# ---- fifo_uart_tx ----
==> fifo_uart_tx/drive_strength.png <==
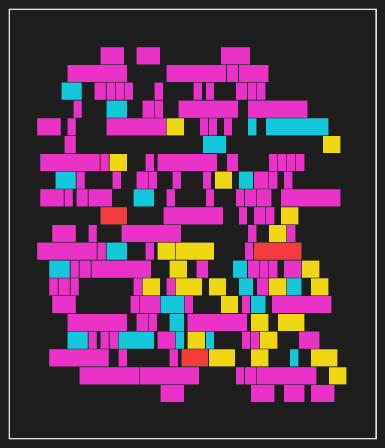
--- config.mk ---
export PLATFORM = sky130hd
export DESIGN_NAME = fifo_uart_tx
export DESIGN_NICKNAME = d
export VERILOG_FILES = /design/src/rtl/uart_pkg.sv /design/src/rtl/uart_baud_gen.sv /design/src/rtl/fifo_uart_tx.sv
export SDC_FILE = /design/constraint.sdc
export NUM_CORES = 1
export LEC_CHECK = 0
export ABC_AREA = 1
export CAP_MARGIN = 20
export CELL_PAD_IN_SITES_DETAIL_PLACEMENT = 0
export CELL_PAD_IN_SITES_GLOBAL_PLACEMENT = 1
export CORE_ASPECT_RATIO = 1.2
export CORE_MARGIN = 4
export CORE_UTILIZATION = 39
export DETAILED_ROUTE_END_ITERATION = 10
export PLACE_DENSITY_LB_ADDON = 0.1
export SETUP_SLACK_MARGIN = 0.4
export SLEW_MARGIN = 20
export SYNTH_ARGS = -nofsm -noshare
export SYNTH_HDL_FRONTEND = slang
export SYNTH_SLANG_ARGS = --single-unit
--- constraint.sdc ---
create_clock -name rd_clk -period 1.9 [get_ports rd_clk]
set_input_delay 0.475 -clock rd_clk [delete_from_list [all_inputs] [get_ports rd_clk]]
set_output_delay 0.475 -clock rd_clk [all_outputs]
set_load 0.02 [all_outputs]
--- src/rtl/uart_pkg.sv ---
// Shared types and constants for the FIFO-fed UART transmitter.
package uart_pkg;

  typedef enum logic [2:0] {
    IDLE,
    START,
    DATA,
    PARITY,
    STOP
  } tx_state_e;

  localparam int   DATA_BITS  = 8;
  localparam logic IDLE_LEVEL = 1'b1;

endpackage

--- src/rtl/uart_baud_gen.sv ---
// Bit-period counter: pulses bit_done on the last rd_clk cycle of each serial bit.
module uart_baud_gen #(
  parameter int CLKS_PER_BIT = 16
) (
  input  logic rd_clk,
  input  logic reset_n,
  input  logic clear,
  output logic bit_done
);

  localparam int CW = $clog2(CLKS_PER_BIT);
  localparam logic [CW-1:0] LAST = CW'(CLKS_PER_BIT - 1);

  logic [CW-1:0] cnt_q;
  logic [CW-1:0] cnt_d;

  assign bit_done = (cnt_q == LAST);

  // Restart from zero at the terminal count so the counter never wraps past it.
  always_comb begin
    cnt_d = cnt_q;
    if (clear || bit_done) begin
      cnt_d = '0;
    end else begin
      cnt_d = cnt_q + CW'(1);
    end
  end

  always_ff @(posedge rd_clk or negedge reset_n) begin
    if (!reset_n) begin
      cnt_q <= '0;
    end else begin
      cnt_q <= cnt_d;
    end
  end

endmodule

--- src/rtl/fifo_uart_tx.sv ---
// Pops bytes from the read side of the byte FIFO and sends them as 8N1 UART frames.
// Define FIFO_UART_TX_PARITY_EN to insert an even-parity bit before the stop bit.
module fifo_uart_tx
  import uart_pkg::*;
#(
  parameter int CLKS_PER_BIT = 16
) (
  input  logic       rd_clk,
  input  logic       reset_n,
  input  logic       enable,
  input  logic       fifo_empty,
  input  logic [7:0] fifo_data,
  output logic       fifo_rd,
  output logic       tx,
  output logic       busy
);

  tx_state_e   state_q, state_d;
  logic [7:0]  shreg_q, shreg_d;
  logic [2:0]  bit_idx_q, bit_idx_d;
  logic        tx_q, tx_d;
  logic        busy_q, busy_d;
  logic        bit_done;
`ifdef FIFO_UART_TX_PARITY_EN
  logic        parity_q, parity_d;
`endif

  // Counter is held at zero in IDLE so every frame starts with a full-length start bit.
  uart_baud_gen #(
    .CLKS_PER_BIT(CLKS_PER_BIT)
  ) u_baud (
    .rd_clk  (rd_clk),
    .reset_n (reset_n),
    .clear   (state_q == IDLE),
    .bit_done(bit_done)
  );

  assign tx   = tx_q;
  assign busy = busy_q;

  always_comb begin
    state_d   = state_q;
    shreg_d   = shreg_q;
    bit_idx_d = bit_idx_q;
    tx_d      = tx_q;
    busy_d    = busy_q;
    fifo_rd   = 1'b0;
`ifdef FIFO_UART_TX_PARITY_EN
    parity_d  = parity_q;
`endif
    case (state_q)
      IDLE: begin
        fifo_rd = enable && !fifo_empty;
        if (fifo_rd) begin
          shreg_d   = fifo_data;
          bit_idx_d = 3'd0;
          state_d   = START;
          tx_d      = 1'b0;
          busy_d    = 1'b1;
`ifdef FIFO_UART_TX_PARITY_EN
          parity_d  = ^fifo_data;
`endif
        end
      end
      START: begin
        if (bit_done) begin
          state_d = DATA;
          tx_d    = shreg_q[0];
        end
      end
      DATA: begin
        if (bit_done) begin
          shreg_d = {1'b0, shreg_q[7:1]};
          if (bit_idx_q == 3'(DATA_BITS - 1)) begin
            bit_idx_d = 3'd0;
`ifdef FIFO_UART_TX_PARITY_EN
            state_d   = PARITY;
            tx_d      = parity_q;
`else
            state_d   = STOP;
            tx_d      = IDLE_LEVEL;
`endif
          end else begin
            bit_idx_d = bit_idx_q + 3'd1;
            tx_d      = shreg_d[0];
          end
        end
      end
`ifdef FIFO_UART_TX_PARITY_EN
      PARITY: begin
        if (bit_done) begin
          state_d = STOP;
          tx_d    = IDLE_LEVEL;
        end
      end
`endif
      STOP: begin
        if (bit_done) begin
          state_d = IDLE;
          tx_d    = IDLE_LEVEL;
          busy_d  = 1'b0;
        end
      end
      default: begin
        state_d = IDLE;
        tx_d    = IDLE_LEVEL;
        busy_d  = 1'b0;
      end
    endcase
  end

  always_ff @(posedge rd_clk or negedge reset_n) begin
    if (!reset_n) begin
      state_q   <= IDLE;
      shreg_q   <= '0;
      bit_idx_q <= '0;
      tx_q      <= IDLE_LEVEL;
      busy_q    <= 1'b0;
`ifdef FIFO_UART_TX_PARITY_EN
      parity_q  <= 1'b0;
`endif
    end else begin
      state_q   <= state_d;
      shreg_q   <= shreg_d;
      bit_idx_q <= bit_idx_d;
      tx_q      <= tx_d;
      busy_q    <= busy_d;
`ifdef FIFO_UART_TX_PARITY_EN
      parity_q  <= parity_d;
`endif
    end
  end

endmodule

==> results.txt <==
impl run done, here's what came out: Fin Hold WS=0.470 ns, sw frac=39.3%, Hold Startpoint=u_baud.cnt_q[0]$_DFF_PN0_, Clock Latency Late Sink=0.30 ns, Seq group=0.000662 W, first-pass detailed-route iteration total=4, crit path capture=fifo_rd, Util after Layout=55.1%, Hold/Removal Path Class=flop to flop, RR Endpoint=shreg_q[1]$_DFFE_PN0P_, critical path type=flop to output port, Logic power comb=0.000885 W, R2R depth=8, Worst path max stage delay=0.43 ns, average wire per cell in the routed design=10.6 um, Logic family by area=simple AND/OR/NAND/NOR gates, DR vias/cell=4.68, Comb/total area=37.1%, r2r setup slk=0.47 ns, share of layout cells above drive strength 1=29.8%, Floorplan Nets=144, Worst Path Arrival=1.20 ns, Total Power=0.00175 W, Top Layout Cells=34 x nand2_1, 19 x dfrtp_1, 16 x buf_4, adder share=3.50%, Setup crit start=state_q[0]$_DFFE_PN0P_, clock network power=0.000206 W, via count=908, DRC viols=0, H-tree Lvls=1, Combinational Power Share=50.5%, post-route minimum period=1.68 ns, # rows=20, clock buffer depth=2, Worst-Margin Slew=0.266 ns, status=completed, fp util=41.7%, Met2 Wirelength=1050 um, Chip Area, Yosys=1070 um2, PostCTS Resize Cnt=19, largest net degree at the start of global routing=21, Slew HR=82.2%, TNS Setup=0 ns, GR Util met2=22.3%, largest class=multi-input combinational cells, met1 wire length=921 um, CP delay by family, top=flip-flops
## Picture notes: fifo_uart_tx/drive_strength.png
- drive 1 or less: magenta (cells 113)
- drive 2: cyan (cells 21)
- drive 6 and up: red (cells 3)
- drive 3 to 4: yellow (cells 24)
Non-Clock Buffer Count: 30
fin area: 1420 um2
Layout area overhead: 32.3%

-- Yosys cell counts, drive strengths merged --
cell	count	area, um2
nand4	2	12.5
inv	17	63.8
nand3	8	45.0
nand3b	1	7.51
nor2	15	66.3
ha	3	37.5
a21oi	2	10.0
nand2	39	164
xor2	1	8.76
dfrtp	19	475
dfstp	1	26.3
buf	2	20.0
o21ai	17	123
nor3b	1	7.51
or2	1	6.26
-- registers in the layout, summed over array words and instances, names as in the netlist --
register,count
busy,1
state_q,3
shreg_q,8
tx,1
bit_idx_q,3
u_baud.cnt_q,4

# ---- tictactoe_referee_flat ----
==> tictactoe_referee_flat/density.png <==
10 x 11 tiles, from black (low) to pale yellow (high), 0 to 100% covered.
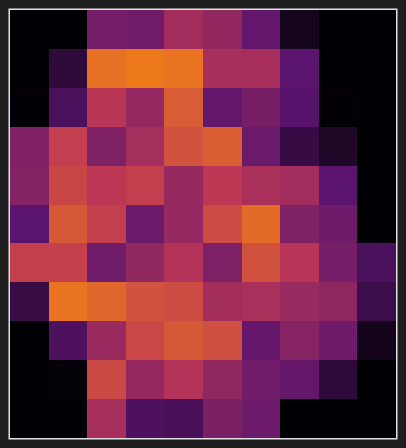
==> tictactoe_referee_flat/drive_strength.png <==
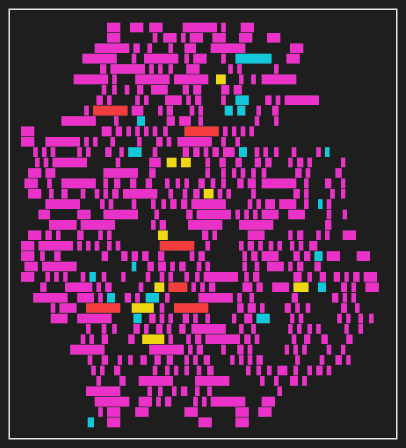
File: src/rtl/tictactoe_referee_if.sv
// Move channel between a move source (player input / AI engine) and the referee.
// Latency: none, wires only.
// Backpressure: a move transfers on a clock edge where mv_valid and mv_ready are both high.
interface tictactoe_referee_if;
  logic       mv_valid;
  logic       mv_ready;
  logic [1:0] mv_xoro;
  logic [1:0] mv_row;
  logic [1:0] mv_col;

  modport master (
    output mv_valid,
    output mv_xoro,
    output mv_row,
    output mv_col,
    input  mv_ready
  );

  modport slave (
    input  mv_valid,
    input  mv_xoro,
    input  mv_row,
    input  mv_col,
    output mv_ready
  );
endinterface

File: src/rtl/tictactoe_referee.sv
// Tic-tac-toe referee: owns the 3x3 board, checks each move's legality and turn order, detects win/draw.
// Latency: legal move ready again 9 cycles after acceptance (1 check + 8 serial line scans); illegal move 1 cycle.
// Backpressure: mv_ready is high only while idle, so one move is in flight at a time.
module tictactoe_referee #(
  parameter logic [1:0] FIRST_PLAYER = 2'b01
) (
  input  logic                ph1,
  input  logic                reset_b,
  input  logic                new_game,
  tictactoe_referee_if.slave  mv,
  output logic                err,
  output logic [2:0]          err_code,
  output logic [1:0]          win,
  output logic                game_over,
  output logic [1:0]          turn,
  output logic [3:0]          move_count,
  output logic [17:0]         board
);

  typedef enum logic [1:0] {READY, CHECK, SCAN} state_t;

  typedef struct packed {
    logic [1:0] xoro;
    logic [1:0] row;
    logic [1:0] col;
  } move_t;

  state_t     state, state_nxt;
  move_t      mv_q;
  logic [2:0] line_idx;
  logic       hit;

  logic       accept, place, reject, scan_step, scan_done;
  logic [2:0] chk_code;
  logic [3:0] cell_idx;
  logic [3:0] la, lb, lc;
  logic       line_hit;

  // Read one 2-bit cell; out-of-range indices read as empty.
  function automatic logic [1:0] cell_at(input logic [17:0] b, input logic [3:0] idx);
    logic [1:0] v;
    v = 2'b00;
    for (int i = 0; i < 9; i++) begin
      if (idx == i[3:0]) v = b[2*i +: 2];
    end
    return v;
  endfunction

  assign game_over   = (win != 2'b00);
  assign mv.mv_ready = (state == READY);

  // Linear cell index of the latched move; only meaningful when row/col are in range.
  always_comb begin
    cell_idx = ({2'b00, mv_q.row} * 4'd3) + {2'b00, mv_q.col};
  end

  // Rejection reason for the latched move, highest priority first; 0 means legal.
  always_comb begin
    chk_code = 3'd0;
    if (game_over)
      chk_code = 3'd5;
    else if (mv_q.xoro == 2'b00 || mv_q.xoro == 2'b11)
      chk_code = 3'd1;
    else if (mv_q.row == 2'd3 || mv_q.col == 2'd3)
      chk_code = 3'd2;
    else if (mv_q.xoro != turn)
      chk_code = 3'd3;
    else if (cell_at(board, cell_idx) != 2'b00)
      chk_code = 3'd4;
  end

  // Cells of the line under test: rows, then columns, then the two diagonals.
  always_comb begin
    la = 4'd0; lb = 4'd1; lc = 4'd2;
    case (line_idx)
      3'd0: begin la = 4'd0; lb = 4'd1; lc = 4'd2; end
      3'd1: begin la = 4'd3; lb = 4'd4; lc = 4'd5; end
      3'd2: begin la = 4'd6; lb = 4'd7; lc = 4'd8; end
      3'd3: begin la = 4'd0; lb = 4'd3; lc = 4'd6; end
      3'd4: begin la = 4'd1; lb = 4'd4; lc = 4'd7; end
      3'd5: begin la = 4'd2; lb = 4'd5; lc = 4'd8; end
      3'd6: begin la = 4'd0; lb = 4'd4; lc = 4'd8; end
      default: begin la = 4'd2; lb = 4'd4; lc = 4'd6; end
    endcase
    line_hit = (cell_at(board, la) == mv_q.xoro) &&
               (cell_at(board, lb) == mv_q.xoro) &&
               (cell_at(board, lc) == mv_q.xoro);
  end

  // State register.
  always_ff @(posedge ph1 or negedge reset_b) begin
    if (!reset_b)
      state <= READY;
    else
      state <= state_nxt;
  end

  // Next-state and datapath strobes; new_game overrides everything, including a waiting move.
  always_comb begin
    state_nxt = state;
    accept    = 1'b0;
    place     = 1'b0;
    reject    = 1'b0;
    scan_step = 1'b0;
    scan_done = 1'b0;
    if (new_game) begin
      state_nxt = READY;
    end else begin
      case (state)
        READY: begin
          if (mv.mv_valid) begin
            accept    = 1'b1;
            state_nxt = CHECK;
          end
        end
        CHECK: begin
          if (chk_code != 3'd0) begin
            reject    = 1'b1;
            state_nxt = READY;
          end else begin
            place     = 1'b1;
            state_nxt = SCAN;
          end
        end
        SCAN: begin
          scan_step = 1'b1;
          if (line_idx == 3'd7) begin
            scan_done = 1'b1;
            state_nxt = READY;
          end
        end
        default: state_nxt = READY;
      endcase
    end
  end

  // Board, score and error bookkeeping.
  always_ff @(posedge ph1 or negedge reset_b) begin
    if (!reset_b) begin
      board      <= 18'd0;
      turn       <= FIRST_PLAYER;
      win        <= 2'b00;
      err        <= 1'b0;
      err_code   <= 3'd0;
      move_count <= 4'd0;
      mv_q       <= '0;
      line_idx   <= 3'd0;
      hit        <= 1'b0;
    end else if (new_game) begin
      board      <= 18'd0;
      turn       <= FIRST_PLAYER;
      win        <= 2'b00;
      err        <= 1'b0;
      err_code   <= 3'd0;
      move_count <= 4'd0;
      mv_q       <= '0;
      line_idx   <= 3'd0;
      hit        <= 1'b0;
    end else begin
      if (accept)
        mv_q <= '{xoro: mv.mv_xoro, row: mv.mv_row, col: mv.mv_col};
      if (reject) begin
        err      <= 1'b1;
        err_code <= chk_code;
      end
      if (place) begin
        for (int i = 0; i < 9; i++) begin
          if (cell_idx == i[3:0]) board[2*i +: 2] <= mv_q.xoro;
        end
        move_count <= move_count + 4'd1;
        err        <= 1'b0;
        err_code   <= 3'd0;
        line_idx   <= 3'd0;
        hit        <= 1'b0;
      end
      if (scan_step) begin
        hit <= hit | line_hit;
        // Hold at the last line rather than wrapping back to 0.
        if (!scan_done) line_idx <= line_idx + 3'd1;
      end
      if (scan_done) begin
        if (hit | line_hit)
          win <= mv_q.xoro;
        else if (move_count == 4'd9)
          win <= 2'b11;
        else
          turn <= {turn[0], turn[1]};
      end
    end
  end

endmodule

File: src/flat_wrapper.sv
// flat-port wrapper written by rule: the top's interface ports become plain ports
module tictactoe_referee_flat 
#(
  parameter logic [1:0] FIRST_PLAYER = 2'b01
)
  (ph1, reset_b, new_game, err, err_code, win, game_over, turn, move_count, board, mv_mv_valid, mv_mv_xoro, mv_mv_row, mv_mv_col, mv_mv_ready);
  tictactoe_referee_if mv_i ();
  input  logic ph1;
  input  logic reset_b;
  input  logic new_game;
  output logic err;
  output logic [2:0] err_code;
  output logic [1:0] win;
  output logic game_over;
  output logic [1:0] turn;
  output logic [3:0] move_count;
  output logic [17:0] board;
  input wire logic [$bits(mv_i.mv_valid)-1:0] mv_mv_valid;
  input wire logic [$bits(mv_i.mv_xoro)-1:0] mv_mv_xoro;
  input wire logic [$bits(mv_i.mv_row)-1:0] mv_mv_row;
  input wire logic [$bits(mv_i.mv_col)-1:0] mv_mv_col;
  output wire logic [$bits(mv_i.mv_ready)-1:0] mv_mv_ready;
  assign mv_i.mv_valid = mv_mv_valid;
  assign mv_i.mv_xoro = mv_mv_xoro;
  assign mv_i.mv_row = mv_mv_row;
  assign mv_i.mv_col = mv_mv_col;
  assign mv_mv_ready = mv_i.mv_ready;
  tictactoe_referee #(.FIRST_PLAYER(FIRST_PLAYER)) u_core (.ph1(ph1), .reset_b(reset_b), .new_game(new_game), .mv(mv_i), .err(err), .err_code(err_code), .win(win), .game_over(game_over), .turn(turn), .move_count(move_count), .board(board));
endmodule
File: config.mk
export PLATFORM = sky130hd
export DESIGN_NAME = tictactoe_referee_flat
export DESIGN_NICKNAME = d
export VERILOG_FILES = /design/src/rtl/tictactoe_referee_if.sv /design/src/rtl/tictactoe_referee.sv /design/src/flat_wrapper.sv
export SDC_FILE = /design/constraint.sdc
export NUM_CORES = 1
export LEC_CHECK = 0
export ABC_AREA = 1
export CELL_PAD_IN_SITES_DETAIL_PLACEMENT = 1
export CELL_PAD_IN_SITES_GLOBAL_PLACEMENT = 2
export CORE_AREA = 2 2 99 110
export CTS_CLUSTER_SIZE = 28
export DETAILED_ROUTE_END_ITERATION = 10
export DIE_AREA = 0 0 101 112
export HOLD_SLACK_MARGIN = 0.02
export PLACE_DENSITY = 0.88
export REMOVE_ABC_BUFFERS = 1
export SLEW_MARGIN = 20
export SYNTH_ARGS = -nofsm -noshare
export SYNTH_HDL_FRONTEND = slang
export SYNTH_SLANG_ARGS = --single-unit
File: constraint.sdc
create_clock -name ph1 -period 3.75 [get_ports ph1]
set_input_delay 1.125 -clock ph1 [delete_from_list [all_inputs] [get_ports ph1]]
set_output_delay 1.125 -clock ph1 [all_outputs]
set_load 0.01 [all_outputs]
==> results.txt <==
impl run done, here's what came out: Final Hold Fails=0, Crit-path slowest cell=fa_1, sw frac=36.0%, Fill cells=1,291, Hold/Removal Path Class=flop to flop, GR Util met2=30.5%, adder share=6.35%, clkbuf count=7, final setup vio count=0, All-Layer GR Usage=17.5%, Signal buf overhead=12.1%, Fin Hold WS=0.496 ns, Final Net Count=523, register area=1050 um2, WHS Endpoint=u_core.err$_DFFE_PN0P_, gr ovfl total=0, Routed WL=9390 um, Tap Cells=123, RSZ-0062 raised after global routing=yes, ant diodes=0, first-pass GRT wire length=15,600 um, first-pass detailed-route iteration total=4, H-tree Lvls=2, Logic family by area=simple AND/OR/NAND/NOR gates, Largest Register=u_core.board, Max Fclk=291 MHz, DR vias/cell=4.93, Worst Path Arrival=3.65 ns, Combinational Power Share=34.2%, status=completed, Unique cell types=36, top-area cell type share of the netlist area=34.3%, count of tool warnings=33, FFs w/ async S/R, synth=100%, ys flop type=dfrtp_1, Die Y=112 um, Seq group=0.000519 W, FF-to-FF Start=u_core.mv_q[2]$_DFFE_PN0P_, Comb/total area=44.6%, synthesized area per cell=6.61 um2, Largest register FFs=18, r2r setup slk=0.31 ns, Internal Power=0.000937 W, placed wire-length estimate=7490 um, IO buf count=41, Die ar.=11,300 um2, vias in the first global route=3,257, Worst path depth=18, largest net degree at the start of global routing=43, Main power group=sequential cells, mux share=0%, Root Buffer=clkbuf_16, EDFF count, synth=0, cell depth of the worst hold path=2, Syn Std Cell Area=2990 um2, count leader, synth=nand2_1, most crowded layer after global routing=met2
About tictactoe_referee_flat/density.png:
- emptiest ninth of the die: top right
- fullest tile: 69%
- mean over tiles: 32%
- nearly empty tiles: 20%
Util after Layout: 36.4%
fp util: 29.2%
core region area: 10,200 um2

About tictactoe_referee_flat/drive_strength.png:
- drive 3 to 4: yellow (cells 9)
- drive 6 and up: red (cells 6)
- drive 1 or less: magenta (cells 467)
- drive 2: cyan (cells 18)
Layout area overhead: 24.7%
fin area: 3730 um2
Non-Clock Buffer Count: 47
post-route setup slack: 0.315 ns

==> cells in the final DEF, fill, tap and decap left out, drive strengths merged <==
cell type,count
buf,7
a21oi,5
nand2,142
clkinv,2
o41ai,1
nand4,9
o21ai,24
ha,12
xnor2,2
o211ai,1
a22oi,1
o21bai,1
inv,69
clkbuf,7
dfstp,1
fa,2
nor3,17
a31oi,2
clkdlybuf4s50,40
dfrtp,41
xor2,2
nand3,59
a211oi,1
or2,1
nor2,49
a22o,1
nand3b,1

# ---- lsu_ctrl ----
[src/rtl/lsu_pkg.sv]
// rtl/lsu_pkg.sv - shared opcode, funct3 and state definitions for the load/store unit
package lsu_pkg;

  localparam logic [6:0] OPC_LOAD  = 7'b0000011;
  localparam logic [6:0] OPC_STORE = 7'b0100011;

  typedef enum logic [2:0] {
    F3_B  = 3'b000,
    F3_H  = 3'b001,
    F3_W  = 3'b010,
    F3_BU = 3'b100,
    F3_HU = 3'b101
  } funct3_e;

  typedef enum logic [1:0] {
    ST_IDLE,
    ST_REQ,
    ST_WAIT,
    ST_DONE
  } lsu_state_t;

  // Unsigned widths exist only for loads.
  function automatic logic f3_legal(input logic [2:0] f3, input logic is_store);
    case (f3)
      F3_B, F3_H, F3_W: return 1'b1;
      F3_BU, F3_HU:     return ~is_store;
      default:          return 1'b0;
    endcase
  endfunction

endpackage

[src/rtl/lsu_load_align.sv]
// rtl/lsu_load_align.sv - extracts and sign/zero-extends a load from a 32-bit data word
module lsu_load_align
  import lsu_pkg::*;
(
  input  logic [31:0] rdata_i,
  input  logic [1:0]  off_i,
  input  logic [2:0]  funct3_i,
  output logic [31:0] data_o
);

  logic [7:0]  byte_v;
  logic [15:0] half_v;

  always_comb begin
    byte_v = rdata_i[{off_i, 3'b000} +: 8];
    half_v = rdata_i[{off_i[1], 4'b0000} +: 16];
    case (funct3_i)
      F3_B:    data_o = {{24{byte_v[7]}}, byte_v};
      F3_H:    data_o = {{16{half_v[15]}}, half_v};
      F3_BU:   data_o = {24'b0, byte_v};
      F3_HU:   data_o = {16'b0, half_v};
      default: data_o = rdata_i;
    endcase
  end

endmodule

[src/rtl/lsu_ctrl.sv]
// rtl/lsu_ctrl.sv - load/store sequencer between execute and the data memory port
module lsu_ctrl
  import lsu_pkg::*;
#(
  parameter int TIMEOUT_CYCLES = 16,
  parameter int XLEN           = 32
) (
  input  logic            clk,
  input  logic            rst,
  input  logic            valid_i,
  input  logic [31:0]     instr_i,
  input  logic [XLEN-1:0] addr_i,
  input  logic [XLEN-1:0] store_data_i,
  output logic            mem_req_o,
  output logic            mem_we_o,
  output logic [XLEN-1:0] mem_addr_o,
  output logic [3:0]      mem_be_o,
  output logic [XLEN-1:0] mem_wdata_o,
  input  logic            mem_gnt_i,
  input  logic            mem_rvalid_i,
  input  logic [XLEN-1:0] mem_rdata_i,
  output logic            stall_o,
  output logic            load_valid_o,
  output logic [XLEN-1:0] load_data_o,
  output logic            misaligned_o,
  output logic            error_o
);

  localparam int CW = $clog2(TIMEOUT_CYCLES + 1);

  lsu_state_t      state_q;
  logic [CW-1:0]   cnt_q;
  logic [XLEN-1:0] addr_q, wdata_q, load_data_q;
  logic [3:0]      be_q;
  logic [2:0]      f3_q;
  logic            we_q, load_valid_q, misaligned_q, error_q;

  logic [6:0]      opcode;
  logic [2:0]      f3;
  logic            is_load, is_store, mem_op, legal, misal, accept, timeout;
  logic [3:0]      be_d;
  logic [XLEN-1:0] wdata_d, ext_data;

  logic unused_instr;
  assign unused_instr = ^{instr_i[31:15], instr_i[11:7]};

  always_comb begin
    opcode   = instr_i[6:0];
    f3       = instr_i[14:12];
    is_load  = (opcode == OPC_LOAD);
    is_store = (opcode == OPC_STORE);
    mem_op   = is_load | is_store;
    legal    = f3_legal(f3, is_store);
    be_d     = 4'b1111;
    wdata_d  = store_data_i;
    misal    = 1'b0;
    // Low two funct3 bits give the access size for every legal encoding.
    case (f3[1:0])
      2'b00: begin
        be_d    = 4'b0001 << addr_i[1:0];
        wdata_d = {4{store_data_i[7:0]}};
      end
      2'b01: begin
        be_d    = addr_i[1] ? 4'b1100 : 4'b0011;
        wdata_d = {2{store_data_i[15:0]}};
        misal   = addr_i[0];
      end
      default: begin
        misal = |addr_i[1:0];
      end
    endcase
    accept  = (state_q == ST_IDLE) && valid_i && mem_op && legal && !misal;
    timeout = (cnt_q == CW'(TIMEOUT_CYCLES - 1));
  end

  lsu_load_align u_align (
    .rdata_i  (mem_rdata_i),
    .off_i    (addr_q[1:0]),
    .funct3_i (f3_q),
    .data_o   (ext_data)
  );

  always_ff @(posedge clk or posedge rst) begin
    if (rst) begin
      state_q      <= ST_IDLE;
      cnt_q        <= '0;
      addr_q       <= '0;
      wdata_q      <= '0;
      load_data_q  <= '0;
      be_q         <= '0;
      f3_q         <= '0;
      we_q         <= 1'b0;
      load_valid_q <= 1'b0;
      misaligned_q <= 1'b0;
      error_q      <= 1'b0;
    end else begin
      load_valid_q <= 1'b0;
      misaligned_q <= 1'b0;
      error_q      <= 1'b0;
      case (state_q)
        ST_IDLE: begin
          if (valid_i && mem_op) begin
            if (!legal) begin
              error_q <= 1'b1;
            end else if (misal) begin
              misaligned_q <= 1'b1;
            end else begin
              addr_q  <= addr_i;
              be_q    <= be_d;
              wdata_q <= wdata_d;
              f3_q    <= f3;
              we_q    <= is_store;
              cnt_q   <= '0;
              state_q <= ST_REQ;
            end
          end
        end
        ST_REQ: begin
          cnt_q <= cnt_q + 1'b1;
          if (mem_gnt_i) begin
            if (we_q) begin
              state_q <= ST_DONE;
            end else if (mem_rvalid_i) begin
              load_data_q  <= ext_data;
              load_valid_q <= 1'b1;
              state_q      <= ST_DONE;
            end else begin
              state_q <= ST_WAIT;
            end
          end else if (timeout) begin
            error_q <= 1'b1;
            if (!we_q) begin
              load_data_q  <= '0;
              load_valid_q <= 1'b1;
            end
            state_q <= ST_DONE;
          end
        end
        ST_WAIT: begin
          cnt_q <= cnt_q + 1'b1;
          if (mem_rvalid_i) begin
            load_data_q  <= ext_data;
            load_valid_q <= 1'b1;
            state_q      <= ST_DONE;
          end else if (timeout) begin
            error_q      <= 1'b1;
            load_data_q  <= '0;
            load_valid_q <= 1'b1;
            state_q      <= ST_DONE;
          end
        end
        default: begin
          state_q <= ST_IDLE;
        end
      endcase
    end
  end

  assign mem_req_o    = (state_q == ST_REQ);
  assign stall_o      = ~rst & (accept | (state_q == ST_REQ) | (state_q == ST_WAIT));
  assign mem_we_o     = we_q;
  assign mem_addr_o   = {addr_q[XLEN-1:2], 2'b00};
  assign mem_be_o     = be_q;
  assign mem_wdata_o  = wdata_q;
  assign load_valid_o = load_valid_q;
  assign load_data_o  = load_data_q;
  assign misaligned_o = misaligned_q;
  assign error_o      = error_q;

endmodule

[config.mk]
export PLATFORM = sky130hd
export DESIGN_NAME = lsu_ctrl
export DESIGN_NICKNAME = d
export VERILOG_FILES = /design/src/rtl/lsu_pkg.sv /design/src/rtl/lsu_load_align.sv /design/src/rtl/lsu_ctrl.sv
export SDC_FILE = /design/constraint.sdc
export NUM_CORES = 1
export LEC_CHECK = 0
export CAP_MARGIN = 10
export CORE_ASPECT_RATIO = 1.1
export CORE_MARGIN = 3
export CORE_UTILIZATION = 30
export CTS_BUF_LIST = sky130_fd_sc_hd__clkbuf_16
export CTS_CLUSTER_SIZE = 10
export DETAILED_ROUTE_END_ITERATION = 8
export HOLD_SLACK_MARGIN = 0.02
export PLACE_DENSITY = 0.56
export SYNTH_ARGS = -nofsm -noshare
export SYNTH_HDL_FRONTEND = slang
export SYNTH_HIERARCHICAL = 1
export SYNTH_SLANG_ARGS = --single-unit
[constraint.sdc]
create_clock -name clk -period 3.83 [get_ports clk]
set_clock_uncertainty 0.15 [all_clocks]
set_input_delay 0.383 -clock clk [delete_from_list [all_inputs] [get_ports clk]]
set_output_delay 0.383 -clock clk [all_outputs]
set_load 0.02 [all_outputs]
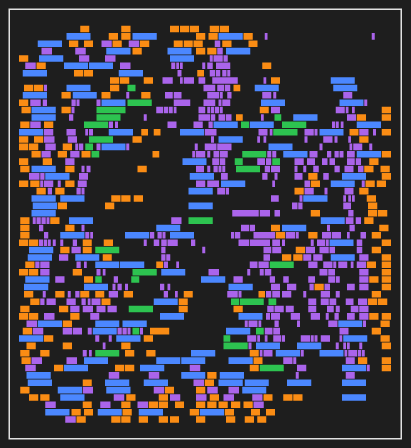
(lsu_ctrl/cell_classes.png)
- flip-flops: blue (cells 114)
- all other logic: purple (cells 423)
- clock drivers and dummy loads: green (cells 32)
- other buffers and delay cells: orange (cells 223)
Util after Layout: 44.6%
fin area: 9000 um2
sequential cell area share: 31.7%

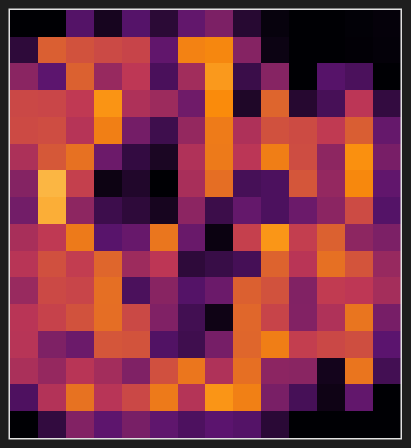
(lsu_ctrl/density.png)
14 x 16 tiles, from black (low) to pale yellow (high), 0 to 100% covered.
- emptiest ninth of the die: top right
- mean over tiles: 38%
- fullest tile: 84%
- nearly empty tiles: 8.5%
- tiles over 75% full: 3.1%
fp util: 31.2%
core region area: 20,200 um2

==> results.txt <==
impl run done, here's what came out: Total Power=0.00504 W, Logic power comb=0.00193 W, Logic area=2880 um2, Iter 0 DRT Violations=199, post-route setup slack=0.326 ns, status=completed, WP data required=3.30 ns, Slew Viols, Final=0, H-tree Lvls=4, clock share of power=30.6%, Max Fclk=285 MHz, WHS Endpoint=mem_wdata_o[16]$_DFFE_PP0P_, first-pass detailed-route iteration total=4, ys flops=114, Hold Startpoint=mem_wdata_o[16]$_DFFE_PP0P_, Psw=0.00178 W, M1 GR Usage=19.0%, sum of buffers and inverters on the critical path=2, Worst Path Arrival=2.97 ns
## kinds of logic after synthesis
group / count (synthesis)
flip-flops: 114
AND/OR/NAND/NOR: 133
multiplexers: 117
adder cells (fa/ha/maj): 7
other: 1
AND-OR/OR-AND: 121
buffers and inverters: 115
## state kept, by name, indices dropped and copies added (netlist names)
register,cells
mem_be_o,4
load_valid_o,1
addr_q,32
misaligned_o,1
mem_wdata_o,32
load_data_o,32
f3_q,3
mem_we_o,1
error_o,1
cnt_q,5
state_q,2


==> layout pictures side by side <==
Routing congestion map.
panel A
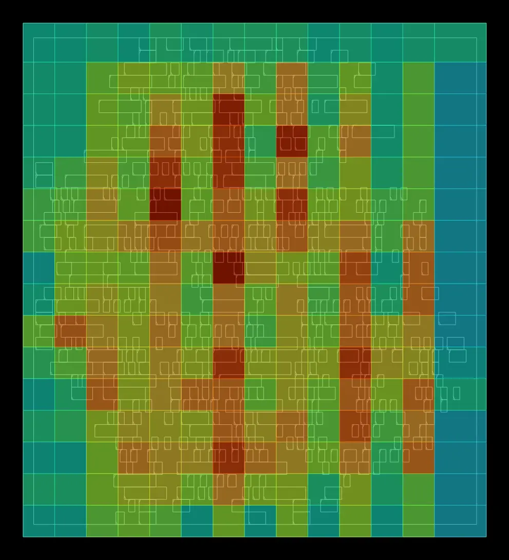
panel B
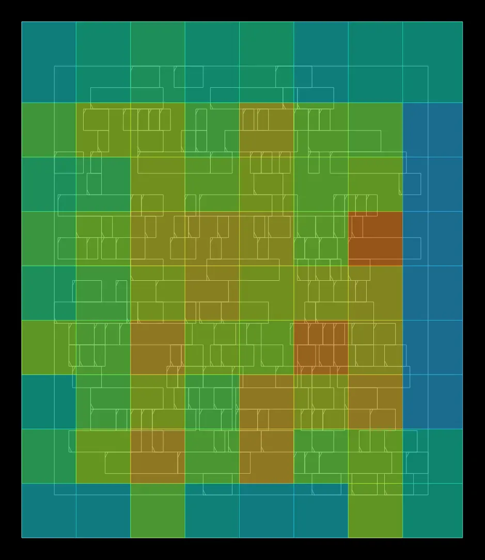
panel C
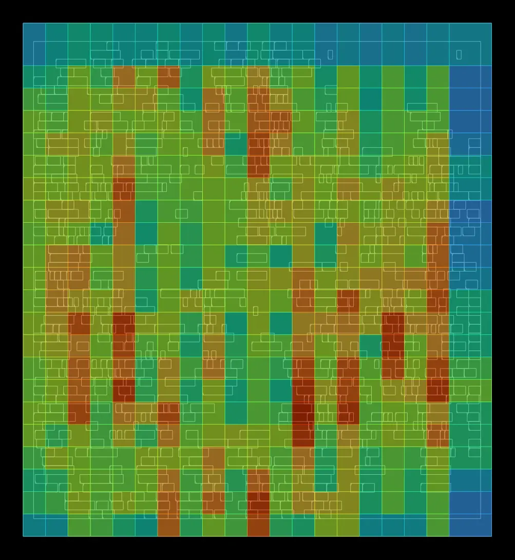
| picture | from |
|---|---|
| panel C | lsu_ctrl |
| panel B | fifo_uart_tx |
| panel A | tictactoe_referee_flat |

Power and IR drop assume default switching activity.
